######## matmul_job_dispatcher ########
### Clock wires, drivers and flops, matmul_job_dispatcher

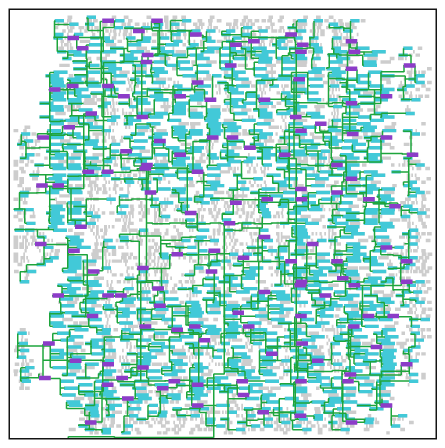
$ cat src/rtl/systolic_array_pkg.sv
// systolic_array_pkg: register map, job descriptor and channel states for the matmul dispatcher
package systolic_array_pkg;
   localparam logic [7:0] REG_IN_STAGE   = 8'h00;
   localparam logic [7:0] REG_W_STAGE    = 8'h04;
   localparam logic [7:0] REG_OUT_STAGE  = 8'h08;
   localparam logic [7:0] REG_DOORBELL   = 8'h0C;
   localparam logic [7:0] REG_STATUS     = 8'h10;
   localparam logic [7:0] REG_DONE_COUNT = 8'h14;
   localparam logic [7:0] REG_ERR        = 8'h18;
   typedef struct packed {
      logic [31:0] in_addr;
      logic [31:0] w_addr;
      logic [31:0] out_addr;
   } job_desc_t;
   typedef enum logic [1:0] {CH_IDLE, CH_START, CH_RUN} ch_state_t;
endpackage

$ cat src/rtl/job_fifo.sv
// job_fifo: circular job descriptor queue; a push while full is dropped
module job_fifo
   import systolic_array_pkg::*;
#(
   parameter int DEPTH = 8
) (
   input  logic       clk,
   input  logic       rst,
   input  logic       i_push,
   input  job_desc_t  i_din,
   input  logic       i_pop,
   output job_desc_t  o_dout,
   output logic       o_full,
   output logic       o_empty,
   output logic [6:0] o_count
);
   localparam int AW = $clog2(DEPTH);
   job_desc_t r_mem [DEPTH];
   logic [AW-1:0] r_wp, r_rp;
   logic [6:0] r_cnt;
   logic w_push, w_pop;
   assign o_full = r_cnt == 7'(DEPTH);
   assign o_empty = r_cnt == 7'd0;
   assign o_count = r_cnt;
   assign o_dout = r_mem[r_rp];
   assign w_push = i_push && !o_full;
   assign w_pop = i_pop && !o_empty;
   always_ff @(posedge clk) begin
      if (rst) begin
         r_wp <= '0;
         r_rp <= '0;
         r_cnt <= '0;
      end else begin
         if (w_push) r_wp <= r_wp + AW'(1);
         if (w_pop) r_rp <= r_rp + AW'(1);
         r_cnt <= r_cnt + 7'(w_push) - 7'(w_pop);
      end
   end
   always_ff @(posedge clk)
      if (w_push) r_mem[r_wp] <= i_din;
endmodule

$ cat src/rtl/matmul_job_dispatcher.sv
// matmul_job_dispatcher: register-mapped job queue feeding NCH systolic-array channels round-robin
module matmul_job_dispatcher
   import systolic_array_pkg::*;
#(
   parameter int NCH   = 2,
   parameter int DEPTH = 8
) (
   input  logic                  clk,
   input  logic                  rst,
   input  logic                  AWVALID,
   input  logic [31:0]           AWADDR,
   output logic                  AWREADY,
   input  logic                  WDVALID,
   input  logic [31:0]           WDATA,
   output logic                  WDREADY,
   input  logic                  ARVALID,
   input  logic [31:0]           ARADDR,
   output logic                  ARREADY,
   input  logic                  RDREADY,
   output logic                  RDVALID,
   output logic [31:0]           RDATA,
   output logic [NCH-1:0]        start_matmul,
   output logic [NCH-1:0][31:0]  input_addr,
   output logic [NCH-1:0][31:0]  weight_addr,
   output logic [NCH-1:0][31:0]  output_addr,
   input  logic [NCH-1:0]        matmul_finished,
   output logic                  irq
);
   localparam int RW = NCH > 1 ? $clog2(NCH) : 1;
   logic r_aw_held, r_rd_valid;
   logic [7:0] r_aw_addr;
   logic [31:0] r_rdata, r_in, r_w, r_out, r_done;
   logic [1:0] r_err;
   logic [RW-1:0] r_rr;
   ch_state_t r_st [NCH];
   ch_state_t w_st_nx [NCH];
   logic [NCH-1:0][31:0] r_ia, r_wa, r_oa;
   logic w_wr, w_bell, w_full, w_empty, w_disp, w_unused;
   logic [6:0] w_cnt;
   logic [RW-1:0] w_ch;
   logic [NCH-1:0] w_busy, w_fin_ok, w_fin_bad;
   logic [31:0] w_inc, w_status, w_rmux;
   job_desc_t w_head;
   assign w_unused = ^{AWADDR[31:8], ARADDR[31:8], WDATA[31:2]};
   assign AWREADY = !r_aw_held;
   assign WDREADY = r_aw_held;
   assign ARREADY = !r_rd_valid;
   assign RDVALID = r_rd_valid;
   assign RDATA = r_rdata;
   assign irq = r_done != '0;
   assign input_addr = r_ia;
   assign weight_addr = r_wa;
   assign output_addr = r_oa;
   assign w_wr = WDVALID && r_aw_held;
   assign w_bell = w_wr && r_aw_addr == REG_DOORBELL;
   assign w_status = (32'(w_busy) << 10) | {22'd0, w_empty, w_full, 1'b0, w_cnt};
   job_fifo #(.DEPTH(DEPTH)) u_fifo (
      .clk     (clk),
      .rst     (rst),
      .i_push  (w_bell),
      .i_din   ('{in_addr: r_in, w_addr: r_w, out_addr: r_out}),
      .i_pop   (w_disp),
      .o_dout  (w_head),
      .o_full  (w_full),
      .o_empty (w_empty),
      .o_count (w_cnt)
   );
   // descending scan so the idle channel closest to the pointer wins
   always_comb begin
      w_disp = 1'b0;
      w_ch = '0;
      for (int i = NCH - 1; i >= 0; i--)
         if (!w_empty && r_st[(int'(r_rr) + i) % NCH] == CH_IDLE) begin
            w_disp = 1'b1;
            w_ch = RW'((int'(r_rr) + i) % NCH);
         end
   end
   always_comb begin
      w_inc = '0;
      for (int k = 0; k < NCH; k++) begin
         w_busy[k] = r_st[k] != CH_IDLE;
         start_matmul[k] = r_st[k] == CH_START;
         w_fin_ok[k] = matmul_finished[k] && r_st[k] == CH_RUN;
         w_fin_bad[k] = matmul_finished[k] && r_st[k] != CH_RUN;
         w_inc = w_inc + 32'(w_fin_ok[k]);
         w_st_nx[k] = r_st[k] == CH_START ? CH_RUN :
                      w_fin_ok[k] ? CH_IDLE :
                      w_disp && int'(w_ch) == k ? CH_START : r_st[k];
      end
   end
   always_comb begin
      case (ARADDR[7:0])
         REG_IN_STAGE:   w_rmux = r_in;
         REG_W_STAGE:    w_rmux = r_w;
         REG_OUT_STAGE:  w_rmux = r_out;
         REG_STATUS:     w_rmux = w_status;
         REG_DONE_COUNT: w_rmux = r_done;
         REG_ERR:        w_rmux = {30'd0, r_err};
         default:        w_rmux = '0;
      endcase
   end
   always_ff @(posedge clk)
      for (int k = 0; k < NCH; k++) r_st[k] <= rst ? CH_IDLE : w_st_nx[k];
   always_ff @(posedge clk) begin
      if (rst) begin
         r_aw_held <= 1'b0;
         r_aw_addr <= '0;
         r_rd_valid <= 1'b0;
         r_rdata <= '0;
         r_in <= '0;
         r_w <= '0;
         r_out <= '0;
         r_done <= '0;
         r_err <= '0;
         r_rr <= '0;
         r_ia <= '0;
         r_wa <= '0;
         r_oa <= '0;
      end else begin
         if (AWVALID && !r_aw_held) begin
            r_aw_held <= 1'b1;
            r_aw_addr <= AWADDR[7:0];
         end else if (w_wr) r_aw_held <= 1'b0;
         if (w_wr && r_aw_addr == REG_IN_STAGE) r_in <= WDATA;
         if (w_wr && r_aw_addr == REG_W_STAGE) r_w <= WDATA;
         if (w_wr && r_aw_addr == REG_OUT_STAGE) r_out <= WDATA;
         r_done <= (w_wr && r_aw_addr == REG_DONE_COUNT) ? w_inc : r_done + w_inc;
         r_err <= ((w_wr && r_aw_addr == REG_ERR) ? r_err & ~WDATA[1:0] : r_err)
                  | {|w_fin_bad, w_bell && w_full};
         if (ARVALID && !r_rd_valid) begin
            r_rd_valid <= 1'b1;
            r_rdata <= w_rmux;
         end else if (RDREADY) r_rd_valid <= 1'b0;
         if (w_disp) begin
            r_rr <= RW'((int'(w_ch) + 1) % NCH);
            r_ia[w_ch] <= w_head.in_addr;
            r_wa[w_ch] <= w_head.w_addr;
            r_oa[w_ch] <= w_head.out_addr;
         end
      end
   end
endmodule

$ cat config.mk
export PLATFORM = sky130hd
export DESIGN_NAME = matmul_job_dispatcher
export DESIGN_NICKNAME = d
export VERILOG_FILES = /design/src/rtl/systolic_array_pkg.sv /design/src/rtl/job_fifo.sv /design/src/rtl/matmul_job_dispatcher.sv
export SDC_FILE = /design/constraint.sdc
export NUM_CORES = 1
export LEC_CHECK = 0
export CELL_PAD_IN_SITES_DETAIL_PLACEMENT = 1
export CELL_PAD_IN_SITES_GLOBAL_PLACEMENT = 1
export CORE_AREA = 2 2 335 337
export CTS_CLUSTER_SIZE = 30
export DETAILED_ROUTE_END_ITERATION = 8
export DIE_AREA = 0 0 337 339
export GPL_ROUTABILITY_DRIVEN = 0
export HOLD_SLACK_MARGIN = 0.02
export PLACE_DENSITY_LB_ADDON = 0.12
export REMOVE_ABC_BUFFERS = 1
export SLEW_MARGIN = 20
export SYNTH_ARGS = -nofsm -noshare
export SYNTH_HDL_FRONTEND = slang
export SYNTH_SLANG_ARGS = --single-unit
$ cat constraint.sdc
create_clock -name clk -period 30 [get_ports clk]
set_clock_uncertainty 0.15 [all_clocks]
set_input_delay 6 -clock clk [delete_from_list [all_inputs] [get_ports clk]]
set_output_delay 6 -clock clk [all_outputs]
set_load 0.01 [all_outputs]
==> CHANGELOG.md <==
### Physical design

- DR vias: around 26000
- Post-Place Worst Slack: about 19 ns
- Crit. End Element: flop
- Chip area: about 110000 sq um
- Main flop type: edfxtp_1
- Port Buffers: 286
- Largest cell class by area: registers
- Num CTS Buffers: 130
- Die Span Y: 339 um
- FF-to-FF End: u_fifo.r_mem[6][93]$_DFFE_PP_
- Fin area: 52600 sq um
- Register area: 30800 sq um
- Comb area share: 0.235
- Outcome: finished clean
- CTS Root Cell: clkbuf_16
- Vias per Instance: 5.44
- Largest net degree at the start of global routing: 105
- Clock buffer depth: 3
- Gate power share: 0.262
- Fin Setup TNS: 0 ns
## Picture notes: 'Clock wires, drivers and flops' of matmul_job_dispatcher
[green] clock wires | length: 14000 um
[purple] clock-net drivers | count: 130
[cyan] flip-flops | count: 1154
flops lie	spread over the die


######## spi_master_ingress ########
## config.mk

```make
export PLATFORM = sky130hd
export DESIGN_NAME = spi_master_ingress
export DESIGN_NICKNAME = d
export VERILOG_FILES = /design/src/rtl/spi_master_ingress.sv
export SDC_FILE = /design/constraint.sdc
export NUM_CORES = 1
export LEC_CHECK = 0
export ABC_AREA = 0
export CAP_MARGIN = 20
export CORE_ASPECT_RATIO = 0.7
export CORE_MARGIN = 2
export CORE_UTILIZATION = 45
export DETAILED_ROUTE_END_ITERATION = 8
export PLACE_DENSITY = 0.78
export SLEW_MARGIN = 20
export SYNTH_ARGS = -nofsm -noshare
export SYNTH_HDL_FRONTEND = slang
export SYNTH_SLANG_ARGS = --single-unit
```

## constraint.sdc

```tcl
create_clock -name clk -period 1.4 [get_ports clk]
set_clock_uncertainty 0.1 [all_clocks]
set_input_delay 0.14 -clock clk [delete_from_list [all_inputs] [get_ports clk]]
set_output_delay 0.14 -clock clk [all_outputs]
set_load 0.05 [all_outputs]
```

## src/rtl/spi_master_ingress.sv

```systemverilog
// 2-bit-per-strobe SPI MISO deserialiser: drops IDLE filler bytes and writes data bytes to the readout FIFO.
// Optional statistics counters are enabled with `define SPI_INGRESS_STATS_EN.
module spi_master_ingress #(
  parameter logic [7:0]  IDLE_VALUE   = 8'h3D,
  parameter int unsigned SKIP_SAMPLES = 1
) (
  input  logic       clk,
  input  logic       rst,
  input  logic       spi_csn,
  input  logic       sample_en,
  input  logic [1:0] spi_miso,
  output logic [7:0] rx_data,
  output logic       rx_write,
  input  logic       rx_full,
  output logic       overflow,
  input  logic       overflow_clear,
  output logic       partial_byte,
  output logic       frame_active
`ifdef SPI_INGRESS_STATS_EN
  ,
  input  logic        stats_clear,
  output logic [15:0] data_count,
  output logic [15:0] idle_count,
  output logic [15:0] lost_count
`endif
);

  typedef enum logic [1:0] {S_IDLE, S_SKIP, S_SHIFT} state_t;

  localparam state_t     START_STATE = (SKIP_SAMPLES == 0) ? S_SHIFT : S_SKIP;
  localparam logic [1:0] SKIP_LAST   = 2'(SKIP_SAMPLES - 1);

  state_t     state, state_nxt;
  logic [7:0] shift_q, shift_nxt;
  logic [1:0] pair_cnt, pair_nxt;
  logic [1:0] skip_cnt, skip_nxt;
  logic [7:0] byte_val;
  logic       byte_done, part_nxt;
  logic       wr_nxt, lost_nxt, idle_drop;

  always_comb begin
    state_nxt = state;
    shift_nxt = shift_q;
    pair_nxt  = pair_cnt;
    skip_nxt  = skip_cnt;
    byte_done = 1'b0;
    part_nxt  = 1'b0;
    byte_val  = {spi_miso, shift_q[7:2]};
    if (spi_csn) begin
      // CSN high overrides any strobe in the same cycle and discards pending pairs
      state_nxt = S_IDLE;
      shift_nxt = '0;
      pair_nxt  = '0;
      skip_nxt  = '0;
      part_nxt  = (state == S_SHIFT) && (pair_cnt != 2'd0);
    end else begin
      case (state)
        S_IDLE: state_nxt = START_STATE;
        S_SKIP: begin
          if (sample_en) begin
            if (skip_cnt == SKIP_LAST) begin
              skip_nxt  = '0;
              state_nxt = S_SHIFT;
            end else begin
              skip_nxt = skip_cnt + 2'd1;
            end
          end
        end
        S_SHIFT: begin
          if (sample_en) begin
            shift_nxt = byte_val;
            pair_nxt  = pair_cnt + 2'd1;
            byte_done = (pair_cnt == 2'd3);
          end
        end
        default: state_nxt = S_IDLE;
      endcase
    end
  end

  assign idle_drop = byte_done && (byte_val == IDLE_VALUE);
  assign wr_nxt    = byte_done && (byte_val != IDLE_VALUE) && !rx_full;
  assign lost_nxt  = byte_done && (byte_val != IDLE_VALUE) && rx_full;

  always_ff @(posedge clk or posedge rst) begin
    if (rst) begin
      state        <= S_IDLE;
      shift_q      <= '0;
      pair_cnt     <= '0;
      skip_cnt     <= '0;
      rx_data      <= '0;
      rx_write     <= 1'b0;
      overflow     <= 1'b0;
      partial_byte <= 1'b0;
      frame_active <= 1'b0;
    end else begin
      state        <= state_nxt;
      shift_q      <= shift_nxt;
      pair_cnt     <= pair_nxt;
      skip_cnt     <= skip_nxt;
      rx_write     <= wr_nxt;
      partial_byte <= part_nxt;
      frame_active <= (state != S_IDLE);
      if (wr_nxt) rx_data <= byte_val;
      if (lost_nxt) overflow <= 1'b1;
      else if (overflow_clear) overflow <= 1'b0;
    end
  end

`ifdef SPI_INGRESS_STATS_EN
  // Saturating counters; a clear in the same cycle discards any increment
  always_ff @(posedge clk or posedge rst) begin
    if (rst) begin
      data_count <= '0;
      idle_count <= '0;
      lost_count <= '0;
    end else if (stats_clear) begin
      data_count <= '0;
      idle_count <= '0;
      lost_count <= '0;
    end else begin
      if (wr_nxt && data_count != 16'hFFFF) data_count <= data_count + 16'd1;
      if (idle_drop && idle_count != 16'hFFFF) idle_count <= idle_count + 16'd1;
      if (lost_nxt && lost_count != 16'hFFFF) lost_count <= lost_count + 16'd1;
    end
  end
`endif

endmodule

```

### Pin map, spi_master_ingress

Pins as bars across the die edge, other pins in grey.
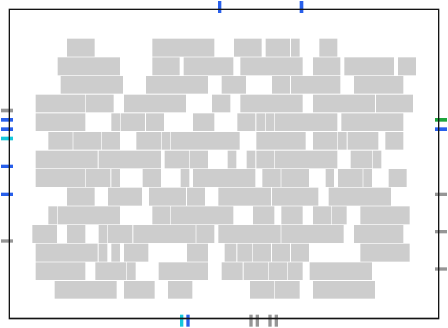
colour	port	pins	direction	edge
green	rx_write	1	output	right
blue	rx_data	8	output	4 left, 2 top, 1 right, 1 bottom
cyan	spi_miso	2	input	1 left, 1 bottom
all pins by edge	7 left, 6 bottom, 5 right, 2 top
Die X: 62.5 um
Port Buffers: 19
Die Span Y: 44.9 um

### Cell outlines without signal wires, spi_master_ingress

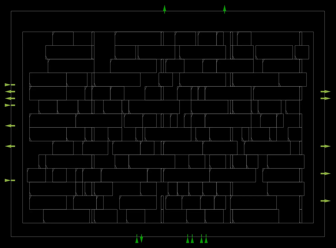
Util after Layout: 0.729
flop share of the area: 0.373
core area: 2210 sq um

==> CHANGELOG.md <==
### Physical design

- Layout clock area frac: 0.0226
- Setup WS post-layout: -0.151 ns
- Main flop type: dfrtp_1
- Peak supply drop: roughly 480 uV
- Worst path slowest cell: dfrtp_1
- Crit. path cell count: 5
- CP Buf/Inv Count: 1
- Post-Layout Cell Count: 152
- Setup violations, final: 8
- Clock net power: 359 uW
- Tot GR Track Use: 0.176
- Failing checks: setup timing
- Outcome: finished, violations left
- Clock share of power: 0.299
- Netlist Area Pre-Place: 1080 sq um
- Placement-stage cell area: 1530 sq um
- Adder Share, Synth: 0.0465
- Yosys reg bits: 24

######## pulse_event_arbiter ########
--- src/rtl/pulse_event_arbiter_pkg.sv ---
// Shared types and helpers for the pulse event arbiter.
package pulse_event_arbiter_pkg;

    typedef enum logic [0:0] {
        PEA_IDLE  = 1'b0,
        PEA_OFFER = 1'b1
    } pea_state_t;

    // Width of a channel index (ptr / evt_id); at least one bit.
    function automatic int pea_id_w(input int n);
        return (n > 1) ? $clog2(n) : 1;
    endfunction

endpackage

--- src/rtl/rise_detect.sv ---
// Single-channel rising-edge detector with enable gating.
// The previous-level register resets high so a level held high through
// reset is not mistaken for a fresh edge.
module rise_detect (
    input  logic clk,
    input  logic rstn,
    input  logic lvl,
    input  logic en,
    output logic rise
);
    logic prev_p0;

    // Remember last cycle's level.
    always_ff @(posedge clk) begin
        if (!rstn) prev_p0 <= 1'b1;
        else       prev_p0 <= lvl;
    end

    assign rise = lvl & ~prev_p0 & en;

endmodule

--- src/rtl/pulse_event_arbiter.sv ---
// Serialises rising-edge events from N_CH level inputs onto one
// valid/ready event port using round-robin arbitration, and counts
// events lost because the channel already had one pending.
module pulse_event_arbiter
    import pulse_event_arbiter_pkg::*;
#(
    parameter int N_CH  = 4,
    parameter int CNT_W = 8
) (
    input  logic                      clk,
    input  logic                      rstn,
    input  logic [N_CH-1:0]           lvl,
    input  logic [N_CH-1:0]           en_mask,
    output logic                      evt_valid,
    output logic [pea_id_w(N_CH)-1:0] evt_id,
    input  logic                      evt_ready,
    output logic                      busy,
    output logic [CNT_W-1:0]          drop_cnt,
    input  logic                      drop_clr
);
    localparam int ID_W = pea_id_w(N_CH);

    pea_state_t      state_p0;
    logic [N_CH-1:0] pending_p0;
    logic [ID_W-1:0] ptr_p0;

    logic [N_CH-1:0] rise;
    logic [N_CH-1:0] clr_vec;
    logic [N_CH-1:0] drop_vec;
    logic            any_drop;
    logic            accept;
    logic [ID_W-1:0] ptr_nxt;

    logic [N_CH-1:0] rot;
    logic            win_found;
    logic [ID_W-1:0] win_ofs;
    logic [ID_W:0]   win_sum;
    logic [ID_W-1:0] win_id;

    function automatic logic [CNT_W-1:0] sat_inc(input logic [CNT_W-1:0] v);
        return (v == {CNT_W{1'b1}}) ? v : v + 1'b1;
    endfunction

    for (genvar i = 0; i < N_CH; i++) begin : g_ch
        rise_detect u_rise (
            .clk  (clk),
            .rstn (rstn),
            .lvl  (lvl[i]),
            .en   (en_mask[i]),
            .rise (rise[i])
        );
    end

    assign evt_valid = (state_p0 == PEA_OFFER);
    assign accept    = evt_valid & evt_ready;
    assign clr_vec   = accept ? (N_CH'(1) << evt_id) : '0;
    // A rise on a channel that stays pending is lost; a rise on the
    // channel being accepted this cycle becomes the next event instead.
    assign drop_vec  = rise & pending_p0 & ~clr_vec;
    assign any_drop  = |drop_vec;
    assign ptr_nxt   = (evt_id == ID_W'(N_CH - 1)) ? '0 : evt_id + 1'b1;
    assign busy      = (|pending_p0) | evt_valid;

    // Round-robin pick: rotate pending so ptr sits at bit 0, take the
    // lowest set bit, then rotate the offset back into a channel index.
    always_comb begin
        rot       = N_CH'({pending_p0, pending_p0} >> ptr_p0);
        win_found = 1'b0;
        win_ofs   = '0;
        for (int k = N_CH - 1; k >= 0; k--) begin
            if (rot[k]) begin
                win_found = 1'b1;
                win_ofs   = ID_W'(k);
            end
        end
        win_sum = {1'b0, ptr_p0} + {1'b0, win_ofs};
        if (win_sum >= (ID_W + 1)'(N_CH)) win_sum = win_sum - (ID_W + 1)'(N_CH);
        win_id = win_sum[ID_W-1:0];
    end

    // Pending flags: accepted channel clears, new rises set.
    always_ff @(posedge clk) begin
        if (!rstn) pending_p0 <= '0;
        else       pending_p0 <= (pending_p0 & ~clr_vec) | rise;
    end

    // Offer FSM: load a winner from IDLE, hold it until accepted.
    always_ff @(posedge clk) begin
        if (!rstn) begin
            state_p0 <= PEA_IDLE;
            evt_id   <= '0;
            ptr_p0   <= '0;
        end else begin
            case (state_p0)
                PEA_IDLE: begin
                    if (win_found) begin
                        evt_id   <= win_id;
                        state_p0 <= PEA_OFFER;
                    end
                end
                PEA_OFFER: begin
                    if (evt_ready) begin
                        ptr_p0   <= ptr_nxt;
                        state_p0 <= PEA_IDLE;
                    end
                end
                default: state_p0 <= PEA_IDLE;
            endcase
        end
    end

    // Saturating drop counter; several drops in one cycle count once.
    always_ff @(posedge clk) begin
        if (!rstn)         drop_cnt <= '0;
        else if (drop_clr) drop_cnt <= any_drop ? CNT_W'(1) : '0;
        else if (any_drop) drop_cnt <= sat_inc(drop_cnt);
    end

endmodule

--- config.mk ---
export PLATFORM = sky130hd
export DESIGN_NAME = pulse_event_arbiter
export DESIGN_NICKNAME = d
export VERILOG_FILES = /design/src/rtl/pulse_event_arbiter_pkg.sv /design/src/rtl/rise_detect.sv /design/src/rtl/pulse_event_arbiter.sv
export SDC_FILE = /design/constraint.sdc
export NUM_CORES = 1
export LEC_CHECK = 0
export CORE_ASPECT_RATIO = 1.25
export CORE_MARGIN = 1.5
export CORE_UTILIZATION = 45
export DETAILED_ROUTE_END_ITERATION = 6
export PLACE_DENSITY_LB_ADDON = 0.2
export SLEW_MARGIN = 20
export SYNTH_ARGS = -nofsm -noshare
export SYNTH_HDL_FRONTEND = slang
export SYNTH_SLANG_ARGS = --single-unit
--- constraint.sdc ---
create_clock -name clk -period 1.9 [get_ports clk]
set_input_delay 0.285 -clock clk [delete_from_list [all_inputs] [get_ports clk]]
set_output_delay 0.285 -clock clk [all_outputs]
set_load 0.02 [all_outputs]
### Pin map, pulse_event_arbiter

Pins as bars across the die edge, other pins in grey.
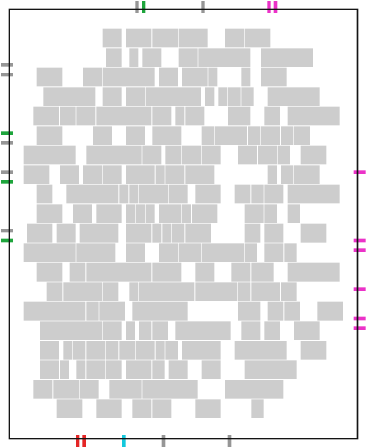
colour	port	pins	direction	edge
red	evt_id	2	output	bottom
magenta	drop_cnt	8	output	6 right, 2 top
cyan	evt_ready	1	input	bottom
green	en_mask	4	input	3 left, 1 top
all pins by edge	8 left, 6 right, 5 bottom, 5 top
Port Buffers: 23
Die X: 48.3 um
Die Span Y: 59.7 um

### Clock wires, drivers and flops, pulse_event_arbiter

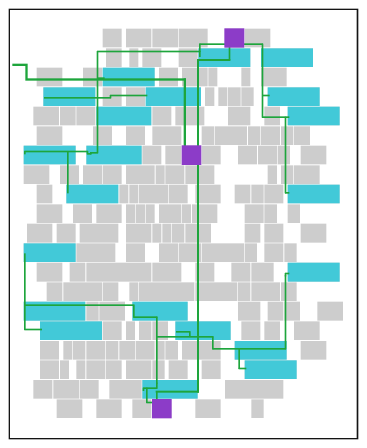
[cyan] flip-flops | count: 21
[green] clock wires | length: 283 um
[purple] clock-net drivers | count: 3
flops lie	spread over the die
routed clock nets	4
clock share of power: 0.247
clk_skew: 0.00387 ns

==> CHANGELOG.md <==
### Physical design

- Seq_cells: 21
- Fin area: around 1700 sq um
- Startpoint Class: flop
- CP Class: flop to flop
- Post-Layout Cell Count: 214
- Crit path max-delay family: simple AND/OR/NAND/NOR gates
- Hold path endpoint: pending_p0[3]$_SDFF_PN0_
- Fin. max-slew vios: 0
- Layout clock area frac: 0.0159
- DR vias: 1222
- Outcome: finished, violations left
- DRT met1 WL: 1.23 mm
- Buffering overhead: 0.250
- Crit. End Element: flop
- Failing checks: setup timing
- OpenROAD warnings: 32
- Seq pwr share: 0.517
- Setup violations, final: 5
- Setup WS post-layout: -0.0435 ns
- Most instantiated logic cells after routing: 25 x buf_4, 21 x clkdlybuf4s50_1, 13 x dfxtp_1
- RePlAce Congestion: 0.821
- Most common library cells after synthesis: 21 x dfxtp_1, 11 x nand2_1, 11 x nand3_1
- Comb area: between 700 and 800 sq um
- Max power group: sequential cells
- Peak supply drop: between 400 and 500 uV
- Final HPWL DP: 2.03 mm
- Vias per Instance: 5.71

######## reg_array16_flat ########
### I/O nets highlighted, reg_array16_flat

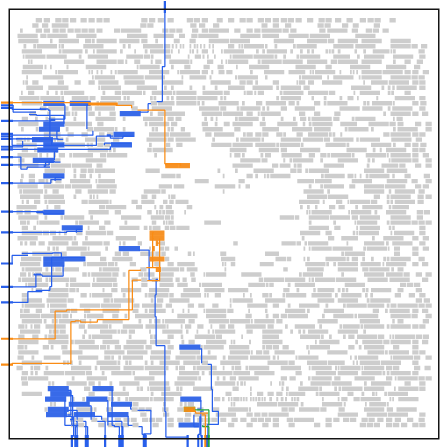
### Pin map, reg_array16_flat

Pins as bars across the die edge, other pins in grey.
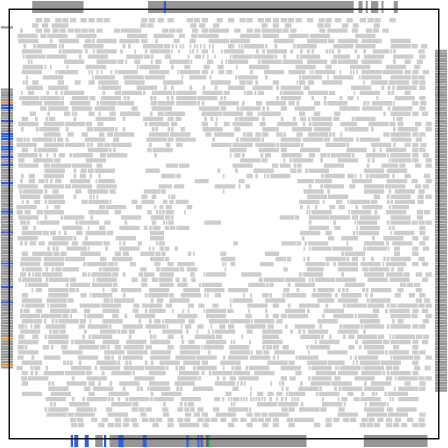
==> src/rtl/reg_array16_if.sv <==
// Write/clear port bundle of the 16-entry register array.
// Handshake: a write transfers on a rising edge where wr_valid && wr_ready; the source
// holds wr_valid/wr_addr/wr_data stable until then, and wr_ready never depends on wr_valid.
interface reg_array16_if #(
  parameter int WIDTH = 32
) ();
  logic             wr_valid;
  logic             wr_ready;
  logic [3:0]       wr_addr;
  logic [WIDTH-1:0] wr_data;
  logic             clr_req;
  logic             busy;

  modport master (
    output wr_valid, wr_addr, wr_data, clr_req,
    input  wr_ready, busy
  );

  modport slave (
    input  wr_valid, wr_addr, wr_data, clr_req,
    output wr_ready, busy
  );
endinterface

==> src/rtl/reg_array16.sv <==
// 16 x WIDTH register storage feeding the read muxes directly; one handshaked write port
// and a sequencer that zeroes one entry per cycle when a clear is requested.
module reg_array16 #(
  parameter int WIDTH   = 32,
  parameter bit ZERO_R0 = 1'b0
) (
  input  logic             clk,
  input  logic             rst_n,
  reg_array16_if.slave     wr,
  output logic [WIDTH-1:0] q0,
  output logic [WIDTH-1:0] q1,
  output logic [WIDTH-1:0] q2,
  output logic [WIDTH-1:0] q3,
  output logic [WIDTH-1:0] q4,
  output logic [WIDTH-1:0] q5,
  output logic [WIDTH-1:0] q6,
  output logic [WIDTH-1:0] q7,
  output logic [WIDTH-1:0] q8,
  output logic [WIDTH-1:0] q9,
  output logic [WIDTH-1:0] q10,
  output logic [WIDTH-1:0] q11,
  output logic [WIDTH-1:0] q12,
  output logic [WIDTH-1:0] q13,
  output logic [WIDTH-1:0] q14,
  output logic [WIDTH-1:0] q15,
  output logic             dbg_state
);

  typedef enum logic {IDLE = 1'b0, CLEAR = 1'b1} state_t;

  state_t           state, state_nxt;
  logic [3:0]       clr_ptr, clr_ptr_nxt;
  logic [WIDTH-1:0] mem [16];
  logic             ready_int, busy_int;
  logic             wr_fire;

  always_ff @(posedge clk) begin
    if (!rst_n) begin
      state   <= IDLE;
      clr_ptr <= 4'd0;
      for (int i = 0; i < 16; i++) mem[i] <= '0;
    end else begin
      state   <= state_nxt;
      clr_ptr <= clr_ptr_nxt;
      // Writes only fire in IDLE and clearing only happens in CLEAR, so they never collide.
      if (wr_fire && !(ZERO_R0 && wr.wr_addr == 4'd0)) mem[wr.wr_addr] <= wr.wr_data;
      if (state == CLEAR) mem[clr_ptr] <= '0;
    end
  end

  always_comb begin
    state_nxt   = state;
    clr_ptr_nxt = clr_ptr;
    ready_int   = 1'b0;
    busy_int    = 1'b0;
    case (state)
      IDLE: begin
        ready_int = 1'b1;
        if (wr.clr_req) begin
          state_nxt   = CLEAR;
          clr_ptr_nxt = 4'd0;
        end
      end
      CLEAR: begin
        busy_int    = 1'b1;
        clr_ptr_nxt = clr_ptr + 4'd1;
        if (clr_ptr == 4'd15) begin
          state_nxt   = IDLE;
          clr_ptr_nxt = 4'd0;
        end
      end
      default: state_nxt = IDLE;
    endcase
  end

  assign wr_fire     = wr.wr_valid && ready_int;
  assign wr.wr_ready = ready_int;
  assign wr.busy     = busy_int;
  assign dbg_state   = (state == CLEAR);

  assign q0  = ZERO_R0 ? '0 : mem[0];
  assign q1  = mem[1];
  assign q2  = mem[2];
  assign q3  = mem[3];
  assign q4  = mem[4];
  assign q5  = mem[5];
  assign q6  = mem[6];
  assign q7  = mem[7];
  assign q8  = mem[8];
  assign q9  = mem[9];
  assign q10 = mem[10];
  assign q11 = mem[11];
  assign q12 = mem[12];
  assign q13 = mem[13];
  assign q14 = mem[14];
  assign q15 = mem[15];

endmodule

==> src/flat_wrapper.sv <==
// flat-port wrapper written by rule: the top's interface ports become plain ports
module reg_array16_flat 
#(
  parameter int WIDTH   = 32,
  parameter bit ZERO_R0 = 1'b0
)
  (clk, rst_n, q0, q1, q2, q3, q4, q5, q6, q7, q8, q9, q10, q11, q12, q13, q14, q15, dbg_state, wr_wr_valid, wr_wr_addr, wr_wr_data, wr_clr_req, wr_wr_ready, wr_busy);
  reg_array16_if #(.WIDTH(WIDTH)) wr_i ();
  input  logic clk;
  input  logic rst_n;
  output logic [WIDTH-1:0] q0;
  output logic [WIDTH-1:0] q1;
  output logic [WIDTH-1:0] q2;
  output logic [WIDTH-1:0] q3;
  output logic [WIDTH-1:0] q4;
  output logic [WIDTH-1:0] q5;
  output logic [WIDTH-1:0] q6;
  output logic [WIDTH-1:0] q7;
  output logic [WIDTH-1:0] q8;
  output logic [WIDTH-1:0] q9;
  output logic [WIDTH-1:0] q10;
  output logic [WIDTH-1:0] q11;
  output logic [WIDTH-1:0] q12;
  output logic [WIDTH-1:0] q13;
  output logic [WIDTH-1:0] q14;
  output logic [WIDTH-1:0] q15;
  output logic dbg_state;
  input wire logic [$bits(wr_i.wr_valid)-1:0] wr_wr_valid;
  input wire logic [$bits(wr_i.wr_addr)-1:0] wr_wr_addr;
  input wire logic [$bits(wr_i.wr_data)-1:0] wr_wr_data;
  input wire logic [$bits(wr_i.clr_req)-1:0] wr_clr_req;
  output wire logic [$bits(wr_i.wr_ready)-1:0] wr_wr_ready;
  output wire logic [$bits(wr_i.busy)-1:0] wr_busy;
  assign wr_i.wr_valid = wr_wr_valid;
  assign wr_i.wr_addr = wr_wr_addr;
  assign wr_i.wr_data = wr_wr_data;
  assign wr_i.clr_req = wr_clr_req;
  assign wr_wr_ready = wr_i.wr_ready;
  assign wr_busy = wr_i.busy;
  reg_array16 #(.WIDTH(WIDTH), .ZERO_R0(ZERO_R0)) u_core (.clk(clk), .rst_n(rst_n), .wr(wr_i), .q0(q0), .q1(q1), .q2(q2), .q3(q3), .q4(q4), .q5(q5), .q6(q6), .q7(q7), .q8(q8), .q9(q9), .q10(q10), .q11(q11), .q12(q12), .q13(q13), .q14(q14), .q15(q15), .dbg_state(dbg_state));
endmodule
==> config.mk <==
export PLATFORM = sky130hd
export DESIGN_NAME = reg_array16_flat
export DESIGN_NICKNAME = d
export VERILOG_FILES = /design/src/rtl/reg_array16_if.sv /design/src/rtl/reg_array16.sv /design/src/flat_wrapper.sv
export SDC_FILE = /design/constraint.sdc
export NUM_CORES = 1
export LEC_CHECK = 0
export ABC_CLOCK_PERIOD_IN_PS = 13690
export CORE_MARGIN = 3
export CORE_UTILIZATION = 40
export DETAILED_ROUTE_END_ITERATION = 16
export GPL_ROUTABILITY_DRIVEN = 0
export PLACE_DENSITY_LB_ADDON = 0.1
export SYNTH_ARGS = -nofsm -noshare
export SYNTH_HDL_FRONTEND = slang
export SYNTH_SLANG_ARGS = --single-unit
==> constraint.sdc <==
create_clock -name clk -period 13.69 [get_ports clk]
set_input_delay 2.738 -clock clk [delete_from_list [all_inputs] [get_ports clk]]
set_output_delay 2.738 -clock clk [all_outputs]
set_load 0.01 [all_outputs]
==> CHANGELOG.md <==
### Physical design

- Switching pwr: 845 uW
- Multi-In Gates: 632
- Met1 usage: 0.339
- Fin Setup TNS: 0 ns
- Hold WS: 0.598 ns
- Antenna fix cells: 2
- Num ports: 555
- Core area: between 40000 and 50000 sq um
- Comb area share: 0.125
- Outcome: finished clean
- Flop share of the area: 0.574
- Die X: ~220 um
- Tcrit/Tclk final: 0.430
- Post-Place Worst Slack: roughly 7.2 ns
- Slew @ Worst Pin: 1.28 ns
- Logic family by area: simple AND/OR/NAND/NOR gates
- Hold path endpoint: u_core.clr_ptr[3]$_SDFFE_PN0P_
- Hold Path Depth: 2
- Metal2 WL: between 30 and 40 mm
- Setup WS post-layout: 7.80 ns
- Area leader, netlist: edfxtp_1
- Hold Vio Cnt, Final: 0
- P_leak: 0.00887 uW
About 'I/O nets highlighted' of reg_array16_flat:
colour	port	bits	direction	edge	end cells	buffers	wire
orange	wr_wr_addr	4	input	3 left, 1 bottom	10	4	420 um
green	wr_wr_valid	1	input	bottom	2	1	29.4 um
blue	q15	32	output	16 left, 15 bottom, 1 top	32	32	1260 um

About 'Pin map' of reg_array16_flat:
colour	port	pins	direction	edge
orange	wr_wr_addr	4	input	3 left, 1 bottom
blue	q15	32	output	16 left, 15 bottom, 1 top
green	wr_wr_valid	1	input	bottom
all pins by edge	158 bottom, 156 top, 132 right, 109 left



==> gallery <==
I/O nets highlighted.
picture 1
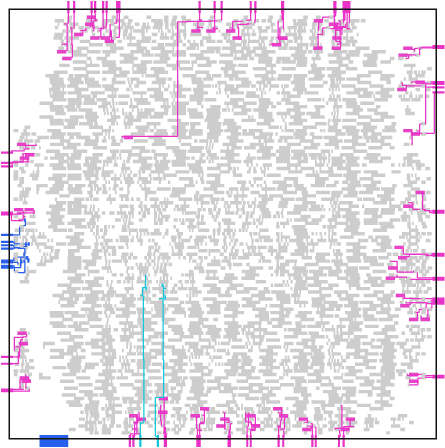
picture 2
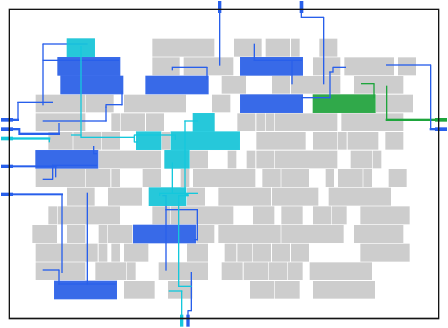
picture 3
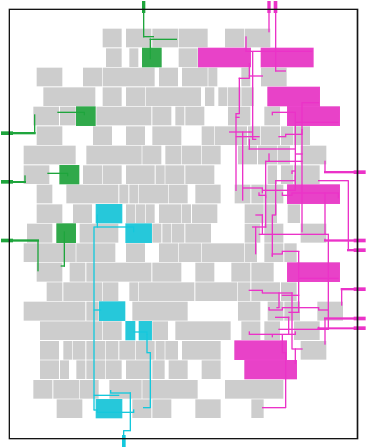
Of these, fewest cells: picture 2
Of these, most cells: picture 1
Picture 1 comes from matmul_job_dispatcher.
Picture 3 comes from pulse_event_arbiter.
Picture 2 comes from spi_master_ingress.


## Gallery

Wiring by layer.
shot_01.png
Bar = 100 um.
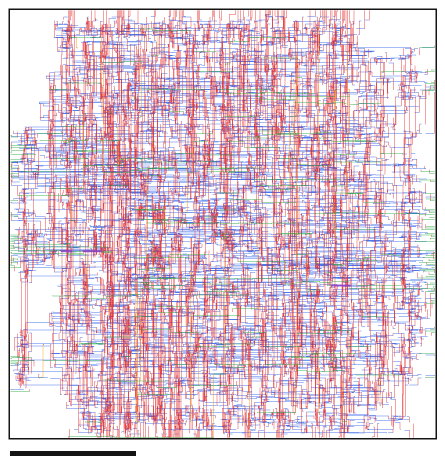
shot_02.png
Bar = 50 um.
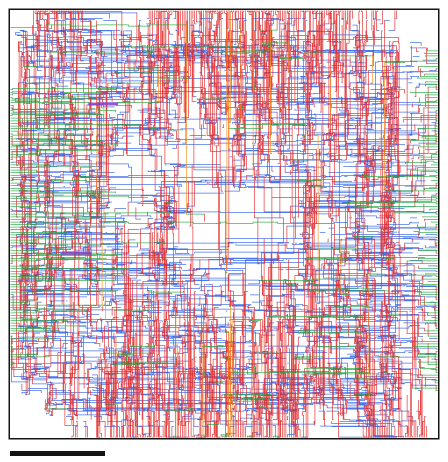
shot_03.png
Bar = 20 um.
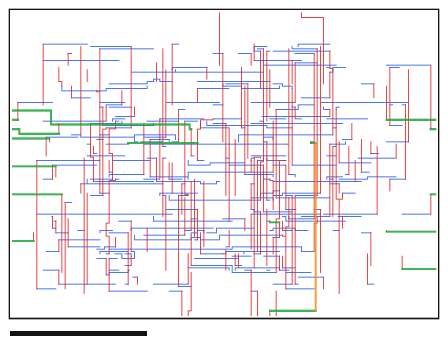
shot_04.png
Bar = 10 um.
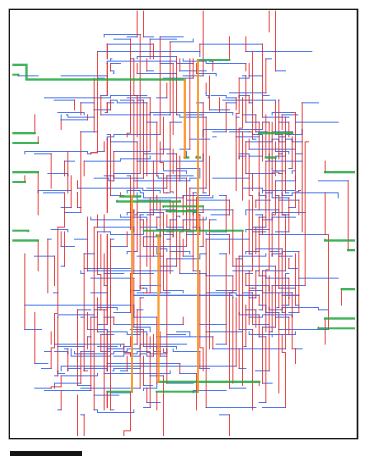
spi_master_ingress is shot_03.png.
pulse_event_arbiter is shot_04.png.
reg_array16_flat is shot_02.png.
matmul_job_dispatcher is shot_01.png.

Key to shot_03.png:
colour	layer	wire length
blue	M1	995 um
red	M2	1070 um
orange	M4	24.5 um
green	M3	97.7 um

Power figures rest on the tool's default switching activity, not on a simulated workload.
